==================== fetch_unit
fetch_unit, cell area per tile:
23 x 12 tiles, from white (low) to dark blue (high), 0 to 100% covered.
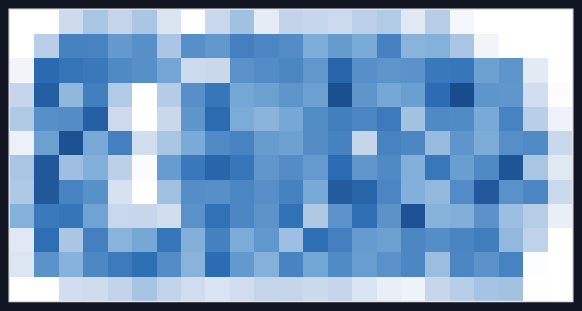

$ cat config.mk
export PLATFORM = sky130hd
export DESIGN_NAME = fetch_unit
export DESIGN_NICKNAME = d
export VERILOG_FILES = /design/src/rtl/fetch_unit.sv
export SDC_FILE = /design/constraint.sdc
export NUM_CORES = 1
export LEC_CHECK = 0
export CORE_ASPECT_RATIO = 0.5
export CORE_MARGIN = 4
export CORE_UTILIZATION = 40
export DETAILED_ROUTE_END_ITERATION = 8
export SLEW_MARGIN = 20
export SYNTH_ARGS = -nofsm -noshare
export SYNTH_HDL_FRONTEND = slang
export SYNTH_SLANG_ARGS = --single-unit
$ cat constraint.sdc
create_clock -name clk_i -period 2.8 [get_ports clk_i]
set_input_delay 0.42 -clock clk_i [delete_from_list [all_inputs] [get_ports clk_i]]
set_output_delay 0.42 -clock clk_i [all_outputs]
set_load 0.02 [all_outputs]
$ cat src/rtl/fetch_unit.sv
// rtl/fetch_unit.sv - Instruction-fetch stage feeding the IF/ID pipeline register
//
// Owns the PC, fetches from a variable-latency instruction memory over a
// req/ack handshake, and presents {instruction, PC+4, valid} to IF/ID.
// Hazard stalls park an early-arriving instruction in a one-entry hold
// buffer. Branch/jump redirects flush IF/ID and discard any in-flight fetch.
//
// Ports:
//   clk_i, rst_n_i        clock (rising edge), asynchronous active-low reset
//   stall_i               hazard stall: hold IF outputs and PC
//   branch_i/_addr_i      taken branch and its target (wins over jump)
//   jump_i/_addr_i        jump and its target
//   flush_o               IF/ID flush, branch_i | jump_i
//   imem_req_o/_addr_o    fetch request and word-aligned address
//   imem_ack_i/_data_i    response strobe and instruction word
//   inst_addr_o           PC+4 of the presented instruction
//   inst_o, inst_valid_o  presented instruction, 0 valid means bubble

module fetch_unit #(
  parameter logic [31:0] RESET_PC = 32'h0000_0000,
  parameter logic [31:0] NOP_INST = 32'h0000_0000
) (
  input  logic        clk_i,
  input  logic        rst_n_i,
  input  logic        stall_i,
  input  logic        branch_i,
  input  logic [31:0] branch_addr_i,
  input  logic        jump_i,
  input  logic [31:0] jump_addr_i,
  output logic        flush_o,
  output logic        imem_req_o,
  output logic [31:0] imem_addr_o,
  input  logic        imem_ack_i,
  input  logic [31:0] imem_data_i,
  output logic [31:0] inst_addr_o,
  output logic [31:0] inst_o,
  output logic        inst_valid_o
);

  typedef enum logic [1:0] {
    FETCH = 2'd0,
    HOLD  = 2'd1,
    DRAIN = 2'd2
  } state_t;

  localparam logic [31:0] RESET_PC_ALIGNED = {RESET_PC[31:2], 2'b00};

  state_t      state, state_n;
  logic [31:0] pc, pc_n;
  logic [31:0] drain_addr, drain_addr_n;
  logic [31:0] hold_inst, hold_inst_n;
  logic [31:0] hold_addr, hold_addr_n;
  logic        hold_full, hold_full_n;
  logic [31:0] out_inst, out_inst_n;
  logic [31:0] out_addr, out_addr_n;
  logic        out_valid, out_valid_n;
  // Cleared by reset so that req stays low until the first cycle after
  // rst_n_i deasserts, and drops the instant reset is asserted.
  logic        started;

  logic        redirect;
  logic [31:0] target;
  logic        ack;
  logic [31:0] pc_plus4;

  assign redirect = branch_i | jump_i;
  assign target   = branch_i ? {branch_addr_i[31:2], 2'b00}
                             : {jump_addr_i[31:2], 2'b00};
  assign pc_plus4 = pc + 32'd4;

  assign flush_o      = redirect;
  assign imem_req_o   = started & (state != HOLD);
  // DRAIN keeps presenting the abandoned address while pc already holds
  // the redirect target.
  assign imem_addr_o  = (state == DRAIN) ? drain_addr : pc;
  assign ack          = imem_ack_i & imem_req_o;

  assign inst_o       = out_inst;
  assign inst_addr_o  = out_addr;
  assign inst_valid_o = out_valid;

  always_comb begin
    state_n      = state;
    pc_n         = pc;
    drain_addr_n = drain_addr;
    hold_inst_n  = hold_inst;
    hold_addr_n  = hold_addr;
    hold_full_n  = hold_full;
    out_inst_n   = out_inst;
    out_addr_n   = out_addr;
    out_valid_n  = out_valid;

    if (started) begin
      if (redirect) begin
        pc_n        = target;
        out_inst_n  = NOP_INST;
        out_valid_n = 1'b0;
        hold_full_n = 1'b0;
      end

      unique case (state)
        FETCH: begin
          if (redirect) begin
            if (!ack) begin
              state_n      = DRAIN;
              drain_addr_n = pc;
            end
          end else if (ack) begin
            pc_n = pc_plus4;
            if (stall_i) begin
              hold_inst_n = imem_data_i;
              hold_addr_n = pc_plus4;
              hold_full_n = 1'b1;
              state_n     = HOLD;
            end else begin
              out_inst_n  = imem_data_i;
              out_addr_n  = pc_plus4;
              out_valid_n = 1'b1;
            end
          end else if (!stall_i) begin
            out_inst_n  = NOP_INST;
            out_valid_n = 1'b0;
          end
        end

        HOLD: begin
          if (redirect) begin
            state_n = FETCH;
          end else if (!stall_i) begin
            out_inst_n  = hold_full ? hold_inst : NOP_INST;
            out_addr_n  = hold_addr;
            out_valid_n = hold_full;
            hold_full_n = 1'b0;
            state_n     = FETCH;
          end
        end

        DRAIN: begin
          out_inst_n  = NOP_INST;
          out_valid_n = 1'b0;
          if (ack) begin
            state_n = FETCH;
          end
        end

        default: begin
          state_n = FETCH;
        end
      endcase
    end
  end

  always_ff @(posedge clk_i or negedge rst_n_i) begin
    if (!rst_n_i) begin
      state      <= FETCH;
      started    <= 1'b0;
      pc         <= RESET_PC_ALIGNED;
      drain_addr <= 32'd0;
      hold_inst  <= NOP_INST;
      hold_addr  <= 32'd0;
      hold_full  <= 1'b0;
      out_inst   <= NOP_INST;
      out_addr   <= 32'd0;
      out_valid  <= 1'b0;
    end else begin
      state      <= state_n;
      started    <= 1'b1;
      pc         <= pc_n;
      drain_addr <= drain_addr_n;
      hold_inst  <= hold_inst_n;
      hold_addr  <= hold_addr_n;
      hold_full  <= hold_full_n;
      out_inst   <= out_inst_n;
      out_addr   <= out_addr_n;
      out_valid  <= out_valid_n;
    end
  end

endmodule

==================== stage_memory
<file path="config.mk">
export PLATFORM = sky130hd
export DESIGN_NAME = stage_memory
export DESIGN_NICKNAME = d
export VERILOG_FILES = /design/src/rtl/core_pkg.sv /design/src/rtl/load_align.sv /design/src/rtl/stage_memory.sv
export SDC_FILE = /design/constraint.sdc
export NUM_CORES = 1
export LEC_CHECK = 0
export CORE_AREA = 2 2 124 126
export CTS_BUF_LIST = sky130_fd_sc_hd__clkbuf_16
export CTS_CLUSTER_DIAMETER = 150
export DETAILED_ROUTE_END_ITERATION = 8
export DIE_AREA = 0 0 126 128
export PLACE_DENSITY = 0.73
export SLEW_MARGIN = 20
export SYNTH_ARGS = -nofsm -noshare
export SYNTH_HDL_FRONTEND = slang
export SYNTH_HIERARCHICAL = 1
export SYNTH_SLANG_ARGS = --single-unit
</file>
<file path="constraint.sdc">
create_clock -name clk -period 2.2 [get_ports clk]
set_input_delay 0.22 -clock clk [delete_from_list [all_inputs] [get_ports clk]]
set_output_delay 0.22 -clock clk [all_outputs]
set_load 0.005 [all_outputs]
</file>
<file path="src/rtl/core_pkg.sv">
// Shared encodings for the memory stage: result-source select, load/store funct3 and the
// memory-access FSM state.
package core_pkg;

    localparam int unsigned XLEN = 32;
    localparam int unsigned BE_W = XLEN / 8;

    typedef enum logic [1:0] {
        RES_ALU       = 2'd0,
        RES_MEM       = 2'd1,
        RES_PC_PLUS   = 2'd2,
        RES_LUI_AUIPC = 2'd3
    } result_src_e;

    typedef enum logic [2:0] {
        F3_B  = 3'b000,
        F3_H  = 3'b001,
        F3_W  = 3'b010,
        F3_BU = 3'b100,
        F3_HU = 3'b101
    } funct3_e;

    typedef enum logic [1:0] {
        ST_IDLE = 2'd0,
        ST_REQ  = 2'd1,
        ST_WAIT = 2'd2
    } mem_state_e;

endpackage

</file>
<file path="src/rtl/load_align.sv">
// Picks the addressed byte/half out of a loaded word and sign- or zero-extends it.
module load_align
    import core_pkg::*;
(
    input  logic [2:0]      funct3,
    input  logic [1:0]      offset,
    input  logic [XLEN-1:0] rdata,
    output logic [XLEN-1:0] data
);

    logic [7:0]  byte_sel;
    logic [15:0] half_sel;

    always_comb begin
        byte_sel = rdata[7:0];
        case (offset)
            2'd1:    byte_sel = rdata[15:8];
            2'd2:    byte_sel = rdata[23:16];
            2'd3:    byte_sel = rdata[31:24];
            default: byte_sel = rdata[7:0];
        endcase
        half_sel = offset[1] ? rdata[31:16] : rdata[15:0];

        data = '0;
        case (funct3)
            F3_B:    data = {{(XLEN-8){byte_sel[7]}}, byte_sel};
            F3_H:    data = {{(XLEN-16){half_sel[15]}}, half_sel};
            F3_W:    data = rdata;
            F3_BU:   data = {{(XLEN-8){1'b0}}, byte_sel};
            F3_HU:   data = {{(XLEN-16){1'b0}}, half_sel};
            default: data = '0;
        endcase
    end

endmodule

</file>
<file path="src/rtl/stage_memory.sv">
// Pipeline memory stage: issues load/store requests on a valid/ready data port and
// registers results to writeback. Optional alignment trap under MISALIGN_TRAP_EN.
module stage_memory
    import core_pkg::*;
(
    input  logic            clk,
    input  logic            rst_n,
    input  logic [XLEN-1:0] execute_alu_result,
    input  logic [XLEN-1:0] execute_wr_datamem_data,
    input  logic            execute_datamem_wr_enable,
    input  logic [1:0]      execute_result_src,
    input  logic [2:0]      execute_funct3,
    input  logic [4:0]      execute_rd,
    input  logic            execute_regfile_wr_enable,
    input  logic [XLEN-1:0] execute_instr_addr_plus,
    output logic            mem_stall,
    output logic            dmem_req_valid,
    input  logic            dmem_req_ready,
    output logic [XLEN-1:0] dmem_addr,
    output logic            dmem_we,
    output logic [BE_W-1:0] dmem_be,
    output logic [XLEN-1:0] dmem_wdata,
    input  logic            dmem_rsp_valid,
    input  logic [XLEN-1:0] dmem_rdata,
    output logic [4:0]      mem_rd,
    output logic            mem_regfile_wr_enable,
    output logic [1:0]      mem_result_src,
    output logic [XLEN-1:0] mem_alu_result,
    output logic [XLEN-1:0] mem_instr_addr_plus,
    output logic [XLEN-1:0] mem_read_data,
    output logic            mem_misalign
);

    mem_state_e      state;
    logic            is_store;
    logic            is_load;
    logic            misalign;
    logic            mem_op;
    logic            done;
    logic [XLEN-1:0] load_data;

    // Access classification, completion and stall; execute holds its outputs while stalled
    always_comb begin
        is_store = execute_datamem_wr_enable;
        is_load  = (execute_result_src == RES_MEM) && !is_store;
`ifdef MISALIGN_TRAP_EN
        misalign = (is_load || is_store) &&
                   ((((execute_funct3 == F3_H) || (execute_funct3 == F3_HU)) && execute_alu_result[0]) ||
                    ((execute_funct3 == F3_W) && (execute_alu_result[1:0] != 2'b00)));
`else
        misalign = 1'b0;
`endif
        mem_op = (is_load || is_store) && !misalign;
        done   = (is_store && dmem_req_ready && (state != ST_WAIT)) ||
                 (is_load && dmem_rsp_valid && (state == ST_WAIT));
        mem_stall      = rst_n && mem_op && !done;
        dmem_req_valid = rst_n && (((state == ST_IDLE) && mem_op) || (state == ST_REQ));
    end

    // Word address and lane steering for stores
    always_comb begin
        dmem_addr = {execute_alu_result[XLEN-1:2], 2'b00};
        dmem_we   = is_store;
        case (execute_funct3[1:0])
            2'b00: begin
                dmem_be    = BE_W'(4'b0001 << execute_alu_result[1:0]);
                dmem_wdata = {4{execute_wr_datamem_data[7:0]}};
            end
            2'b01: begin
                dmem_be    = BE_W'(4'b0011 << {execute_alu_result[1], 1'b0});
                dmem_wdata = {2{execute_wr_datamem_data[15:0]}};
            end
            default: begin
                dmem_be    = 4'b1111;
                dmem_wdata = execute_wr_datamem_data;
            end
        endcase
    end

    load_align u_load_align (
        .funct3 (execute_funct3),
        .offset (execute_alu_result[1:0]),
        .rdata  (dmem_rdata),
        .data   (load_data)
    );

    // Access FSM and registered writeback outputs
    always_ff @(posedge clk) begin
        if (!rst_n) begin
            state                 <= ST_IDLE;
            mem_rd                <= '0;
            mem_regfile_wr_enable <= 1'b0;
            mem_result_src        <= '0;
            mem_alu_result        <= '0;
            mem_instr_addr_plus   <= '0;
            mem_read_data         <= '0;
            mem_misalign          <= 1'b0;
        end else begin
            case (state)
                ST_IDLE: begin
                    if (mem_op) begin
                        if (dmem_req_ready) state <= is_load ? ST_WAIT : ST_IDLE;
                        else                state <= ST_REQ;
                    end
                end
                ST_REQ: begin
                    if (dmem_req_ready) state <= is_load ? ST_WAIT : ST_IDLE;
                end
                ST_WAIT: begin
                    if (dmem_rsp_valid) state <= ST_IDLE;
                end
                default: state <= ST_IDLE;
            endcase

            mem_rd              <= execute_rd;
            mem_result_src      <= execute_result_src;
            mem_alu_result      <= execute_alu_result;
            mem_instr_addr_plus <= execute_instr_addr_plus;
            if (mem_stall) begin
                mem_regfile_wr_enable <= 1'b0;
                mem_misalign          <= 1'b0;
                mem_read_data         <= '0;
            end else begin
                mem_regfile_wr_enable <= execute_regfile_wr_enable && !misalign;
                mem_misalign          <= misalign;
                mem_read_data         <= (is_load && !misalign) ? load_data : '0;
            end
        end
    end

endmodule
</file>
==================== key_prio_encoder
===== src/rtl/key_pkg.sv =====
// Shared definitions for the push-button priority encoder.
//   deb_state_t      : debounce FSM states (STABLE, COUNT)
//   KEY_RELEASED     : raw/debounced vector with no key pressed (active-low)
//   LED_OFF          : all active-low LEDs dark
//   DEBOUNCE_DEFAULT : 20 ms at 50 MHz
//   prio_code()      : lowest pressed index of an active-low key vector
package key_pkg;

    typedef enum logic {
        STABLE = 1'b0,
        COUNT  = 1'b1
    } deb_state_t;

    localparam logic [3:0] KEY_RELEASED     = 4'b1111;
    localparam logic [3:0] LED_OFF          = 4'b1111;
    localparam int         DEBOUNCE_DEFAULT = 1000000;

    // key0 has the highest priority; an all-released vector returns 0
    // and the caller is expected to qualify it with the valid flag.
    function automatic logic [1:0] prio_code(input logic [3:0] keys);
        logic [1:0] code;
        code = 2'd0;
        for (int i = 3; i >= 0; i--) begin
            if (!keys[i]) code = 2'(i);
        end
        return code;
    endfunction

endpackage


===== src/rtl/key_debounce.sv =====
// Two-flop synchronizer plus vector debouncer for four active-low keys.
// A changed vector is accepted once it has been seen unchanged for
// DEBOUNCE_CYCLES consecutive cycles after the first differing sample.
//   clk, rst_n : clock, asynchronous active-low reset
//   key        : raw active-low buttons, asynchronous to clk
//   stable     : accepted key vector, including a value being accepted
//                on the coming edge (so consumers can register in step)
//   upd        : high in the cycle whose edge loads a new accepted vector
module key_debounce
    import key_pkg::*;
#(
    parameter int DEBOUNCE_CYCLES = DEBOUNCE_DEFAULT
) (
    input  logic       clk,
    input  logic       rst_n,
    input  logic [3:0] key,
    output logic [3:0] stable,
    output logic       upd
);

    localparam int              CNT_W    = $clog2(DEBOUNCE_CYCLES);
    localparam logic [CNT_W-1:0] CNT_LAST = CNT_W'(DEBOUNCE_CYCLES - 1);

    logic [3:0]       sync1, sync2;
    logic [3:0]       stable_q, stable_d;
    logic [3:0]       cand_q, cand_d;
    logic [CNT_W-1:0] cnt_q, cnt_d;
    deb_state_t       state_q, state_d;

    // NOTE: sequential state uses non-blocking assignments only, so every
    // flop samples the values from before the edge regardless of order.
    always_ff @(posedge clk or negedge rst_n) begin
        if (!rst_n) begin
            sync1    <= KEY_RELEASED;
            sync2    <= KEY_RELEASED;
            stable_q <= KEY_RELEASED;
            cand_q   <= KEY_RELEASED;
            cnt_q    <= '0;
            state_q  <= STABLE;
        end else begin
            sync1    <= key;
            sync2    <= sync1;
            stable_q <= stable_d;
            cand_q   <= cand_d;
            cnt_q    <= cnt_d;
            state_q  <= state_d;
        end
    end

    // NOTE: every signal gets a hold default before the case so no path
    // leaves one unassigned, which would otherwise infer a latch.
    always_comb begin
        state_d  = state_q;
        cand_d   = cand_q;
        cnt_d    = cnt_q;
        stable_d = stable_q;
        upd      = 1'b0;
        case (state_q)
            STABLE: begin
                if (sync2 != stable_q) begin
                    state_d = COUNT;
                    cand_d  = sync2;
                    cnt_d   = '0;
                end
            end
            COUNT: begin
                if (sync2 == stable_q) begin
                    // Bounced back before acceptance: drop the candidate.
                    state_d = STABLE;
                end else if (sync2 != cand_q) begin
                    cand_d = sync2;
                    cnt_d  = '0;
                end else if (cnt_q == CNT_LAST) begin
                    // Leaving COUNT here is what keeps the counter from wrapping.
                    stable_d = cand_q;
                    upd      = 1'b1;
                    state_d  = STABLE;
                end else begin
                    cnt_d = cnt_q + CNT_W'(1);
                end
            end
            default: state_d = STABLE;
        endcase
    end

    assign stable = stable_d;

endmodule


===== src/rtl/key_prio_encoder.sv =====
// Debounced priority encoder for the kit's four active-low push-buttons.
//   CLK, RST_N : clock, asynchronous active-low reset
//   KEY        : raw active-low buttons
//   CODE       : index of the lowest pressed key (held while none pressed)
//   VALID      : at least one debounced key pressed
//   PRESS      : one-cycle strobe on a new press or a change of CODE
//   LED        : active-low mirror {~VALID, off, ~CODE}
module key_prio_encoder
    import key_pkg::*;
#(
    parameter int DEBOUNCE_CYCLES = DEBOUNCE_DEFAULT
) (
    input  logic       CLK,
    input  logic       RST_N,
    input  logic [3:0] KEY,
    output logic [1:0] CODE,
    output logic       VALID,
    output logic       PRESS,
    output logic [3:0] LED
);

    logic [3:0] stable;
    logic       upd;
    logic       valid_nxt;
    logic [1:0] code_nxt;
    logic       press_nxt;

    key_debounce #(
        .DEBOUNCE_CYCLES(DEBOUNCE_CYCLES)
    ) u_debounce (
        .clk   (CLK),
        .rst_n (RST_N),
        .key   (KEY),
        .stable(stable),
        .upd   (upd)
    );

    // Encode the vector being accepted so outputs update on the same edge
    // as the debounced register rather than one cycle later.
    always_comb begin
        valid_nxt = VALID;
        code_nxt  = CODE;
        press_nxt = 1'b0;
        if (upd) begin
            valid_nxt = ~&stable;
            if (valid_nxt) code_nxt = prio_code(stable);
            // Releasing to none, or adding a lower-priority key, is silent.
            press_nxt = valid_nxt && (!VALID || code_nxt != CODE);
        end
    end

    always_ff @(posedge CLK or negedge RST_N) begin
        if (!RST_N) begin
            CODE  <= 2'b00;
            VALID <= 1'b0;
            PRESS <= 1'b0;
            LED   <= LED_OFF;
        end else begin
            CODE  <= code_nxt;
            VALID <= valid_nxt;
            PRESS <= press_nxt;
            LED   <= {~valid_nxt, 1'b1, ~code_nxt};
        end
    end

endmodule

===== config.mk =====
export PLATFORM = sky130hd
export DESIGN_NAME = key_prio_encoder
export DESIGN_NICKNAME = d
export VERILOG_FILES = /design/src/rtl/key_pkg.sv /design/src/rtl/key_debounce.sv /design/src/rtl/key_prio_encoder.sv
export SDC_FILE = /design/constraint.sdc
export NUM_CORES = 1
export LEC_CHECK = 0
export CELL_PAD_IN_SITES_DETAIL_PLACEMENT = 1
export CELL_PAD_IN_SITES_GLOBAL_PLACEMENT = 1
export CORE_ASPECT_RATIO = 1.2
export CORE_MARGIN = 8
export CORE_UTILIZATION = 41
export CTS_CLUSTER_DIAMETER = 150
export DETAILED_ROUTE_END_ITERATION = 8
export GPL_ROUTABILITY_DRIVEN = 1
export GPL_TIMING_DRIVEN = 1
export PLACE_DENSITY = 0.75
export SLEW_MARGIN = 20
export SYNTH_ARGS = -nofsm -noshare
export SYNTH_HDL_FRONTEND = slang
export SYNTH_HIERARCHICAL = 1
export SYNTH_SLANG_ARGS = --single-unit

===== constraint.sdc =====
create_clock -name CLK -period 2.8 [get_ports CLK]
set_clock_uncertainty 0.05 [all_clocks]
set_input_delay 0.42 -clock CLK [delete_from_list [all_inputs] [get_ports CLK]]
set_output_delay 0.42 -clock CLK [all_outputs]
set_load 0.02 [all_outputs]

fetch_unit, routing congestion map:
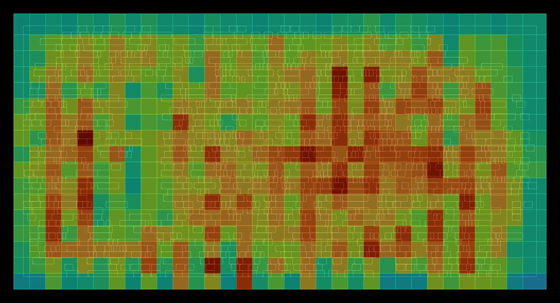
most congested layer reported by global routing: met2
GR Util met2: 36.6%
met3 demand-to-capacity share in global routing: 5.71%

About 'cell area per tile' of fetch_unit:
emptiest ninth of the die: top right
fullest tile: 89%
nearly empty tiles: 8.3%
densest ninth of the die: middle
tiles over 75% full: 6.9%

==> summary.rpt, fetch_unit <==
==== FLOW RESULTS ====
----------------------------------------------------
[Run status]
  Run status ........................ finished, final reports clean

[Clocking]
  Longest Clk Path Bufs ........................ 2
  CTS tree ........................ done
  Buffer cell driving the clock tree root ........................ clkbuf_16

[Finish]
  Combinational fraction of the cell area ........................ 35.0%
  Ratio of cells with drive above 1 in the final layout ........................ 16.1%
  Total area of multi-input combinational cells ........................ 0.00460 mm^2

[Power and ir drop]
  Pleak ........................ 5.52 nW
  Power, Total ........................ 0.00899 W

[Yosys]
  Primary flip-flop cell chosen by synthesis mapping ........................ dfrtp_1
  Post-synthesis simple-gate area fraction ........................ 14.8%
  Fraction of registers with async set/reset ........................ 100%
  Sequential element share of the synthesized area ........................ 49.6%
  Number of nets in the synthesized netlist ........................ 1121

[Final timing]
  Slew headroom ........................ 51.1%
  Final-report max-slew violation count ........................ 0
  Final-report setup violation count ........................ 0

[Drt]
  Tally of nets with antenna violations remaining after routing ........................ 0
  Via count ........................ 8668

[Global route]
  Total routing resource utilization after global routing ........................ 22.5%

[Worst setup path]
  Worst Path Buf+Inv ........................ 3
  Sort of element at the end of the critical path ........................ primary output
  Delay-heaviest family, CP ........................ buffers and inverters

[Floorplan]
  Die X-Extent ........................ 231 um
  Die Y-Extent ........................ 119 um

[Placement]
  # port buffers ........................ 196
  Routability congestion estimate ........................ 0.854

----------------------------------------------------
[fetch_unit: timing repair]
action / in CTS / in global routing
hold buffers: 1 / 0
hold endpoints to repair: 11 / 0
setup buffers: 0 / 0
setup endpoints to repair: 1 / 0
gates resized: 1 / 0
[fetch_unit: power by group through the flow]
stage	registers (W)	clock network [W]	logic [W]
after floorplan	0.00392	0	0.00125
after global placement	0.00384	0	0.00246
after detailed placement	0.00387	0	0.00250
after CTS	0.00382	0.00274	0.00251
after global routing	0.00389	0.00285	0.00270
final	0.00382	0.00269	0.00247
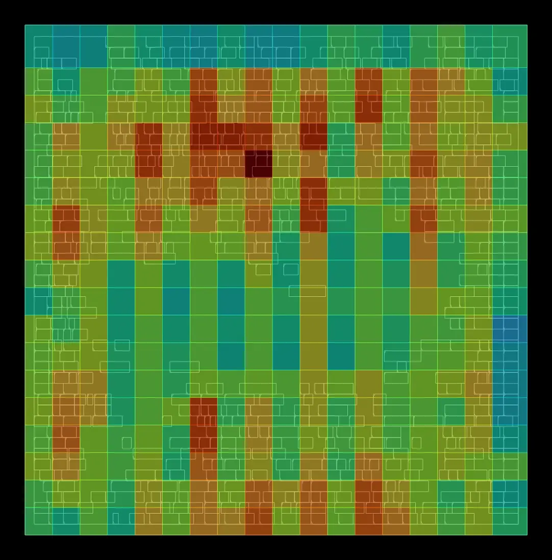
stage_memory: routing congestion map
most congested layer reported by global routing: met2
met3 demand-to-capacity share in global routing: 4.72%
GR Util met2: 31.8%
met1 Track Usage GR: 17.8%

==> summary.rpt, stage_memory <==
==== FLOW RESULTS ====
----------------------------------------------------
[Run status]
  Run status ........................ finished, final reports clean

[Yosys]
  YS chip area ........................ 0.00460 mm^2
  Sequential element share of the synthesized area ........................ 46.2%

[Finish]
  Final Instance Count excl. Fillers ........................ 913
  Data buffer area share ........................ 41.4%
  Post-layout utilization of the core ........................ 53.1%
  Fraction of area in registers ........................ 26.9%
  Count of filler cells inserted in the layout ........................ 1321

[Worst setup path]
  Type of element launching the critical path ........................ input port
  Highest cell delay on the worst timing path ........................ 0.48 ns
  Critical Path Sink ........................ dmem_wdata[9]

[Final timing]
  Final-report max-slew violation count ........................ 0
  Unrepaired setup endpoints after global routing ........................ false
  Final-report setup violation count ........................ 0

[Global route]
  Antenna violations before repair ........................ 0

[Clocking]
  Clock-pin slew on the worst setup and hold paths ........................ 0.08 ns

----------------------------------------------------
-- stage_memory: layer usage --
layer  up-vias  global-route usage (%)  share of wire [%]
li1       2050                       -                  -
met5         -                       0                  0
met3        36                    4.72                9.0
met2       279                    31.8                 52
met4         0                    7.63                3.1
met1      1942                    17.8                 36
-- stage_memory: state kept, by name, summed over array words and instances (netlist names) --
name                   cells
mem_rd                     5
mem_alu_result            32
mem_instr_addr_plus       32
mem_regfile_wr_enable      1
mem_result_src             2
mem_read_data             32
state                      2
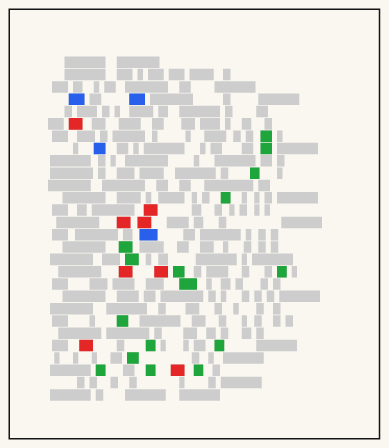
key_prio_encoder: selected gate families
legend:
  non-inverting ao/oa cells:
    colour: blue
    cells: 4
  and/or cells:
    colour: green
    cells: 16
    most_used: or3_1
  xor and xnor cells:
    colour: red
    cells: 8
    most_used: xor2_1

==> summary.rpt, key_prio_encoder <==
==== FLOW RESULTS ====
----------------------------------------------------
[Run status]
  Run status ........................ finished, final reports clean

[Worst setup path]
  Worst Path Class, Setup ........................ reg2reg
  Max Fanout on Critical Path ........................ 6
  Type of element launching the critical path ........................ register
  Required time of the critical path ........................ 2.97 ns
  Critical Path Stages ........................ 9
  Worst Path Buf+Inv ........................ 2
  Worst path cell trace ........................ nor2b_4, a2111o_1, or3_4, nor3_4, buf_6, mux2_4, inv_4, o22ai_4, a221o_1
  Critical Path Sink ........................ LED[0]

[Drt]
  Via count ........................ 1633
  First-pass iteration count of the detailed router ........................ 4

[Yosys]
  Synth mux share ........................ 3.74%
  Fraction of registers with async set/reset ........................ 100%
  Synth logic family ........................ simple AND/OR/NAND/NOR gates
  Post-Syn Instances ........................ 204

[Power and ir drop]
  Pleak ........................ 0.963 nW
  Total power divided by cell area ........................ 494 mW/mm^2

[Finish]
  Highest-count cells in the layout ignoring fill and taps ........................ dfrtp_1 (25), dfstp_2 (19), o21ai_0 (18)
  Data buffer area share ........................ 8.05%
  Fraction of area in registers ........................ 45.0%

[Final timing]
  Fin. Hold Viols ........................ 0
  Fin crit share ........................ 99.6%
  Final-report max-slew violation count ........................ 0
  Slew headroom ........................ 37.6%

[Floorplan]
  Number of primary I/O pins ........................ 14

[Clocking]
  Clock latency reported for the late side of the worst-skew pair ........................ 0.29 ns
  Longest Clk Path Bufs ........................ 2
  Number of CTS-inserted buffers ........................ 5

----------------------------------------------------
[key_prio_encoder: metal layers]
metal	vias to the layer above	global-route usage, %	wire length (um)
met1	827	16.6	2120
met4	0	4.48	52
met5	-	0	0
met3	4	3.33	123
li1	781	-	-
met2	21	21.5	2400
[key_prio_encoder: registers in the layout, indices dropped and copies added, names as in the netlist]
name and flops:
u_debounce/cnt_q 20, u_debounce/cand_q 4, u_debounce/stable_q 4, u_debounce/sync1 4, u_debounce/sync2 4, LED 3, CODE 2, PRESS 1
VALID 1, u_debounce/state_q 1


==> notes/layouts.md <==
Pictures saved along the way, in no particular order.

Wiring by layer.
(a)
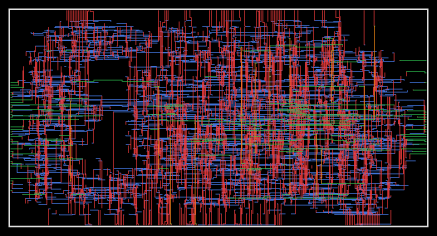
(b)
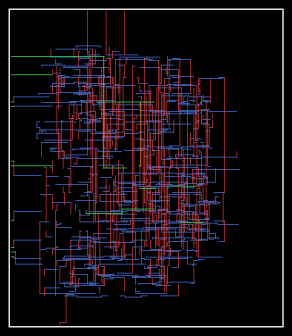
(c)
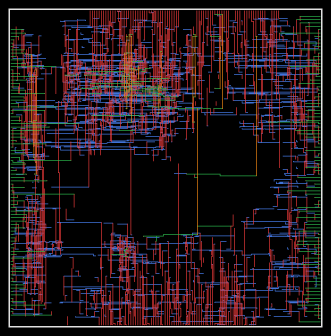
key_prio_encoder: (b)
stage_memory: (c)
fetch_unit: (a)

Key to (a):
legend:
  M2:
    colour: red
    wire_length: 14700 um
  M4:
    colour: orange
    wire_length: 642 um
  M3:
    colour: green
    wire_length: 1860 um
  M1:
    colour: blue
    wire_length: 13100 um

Power and IR drop assume default switching activity.
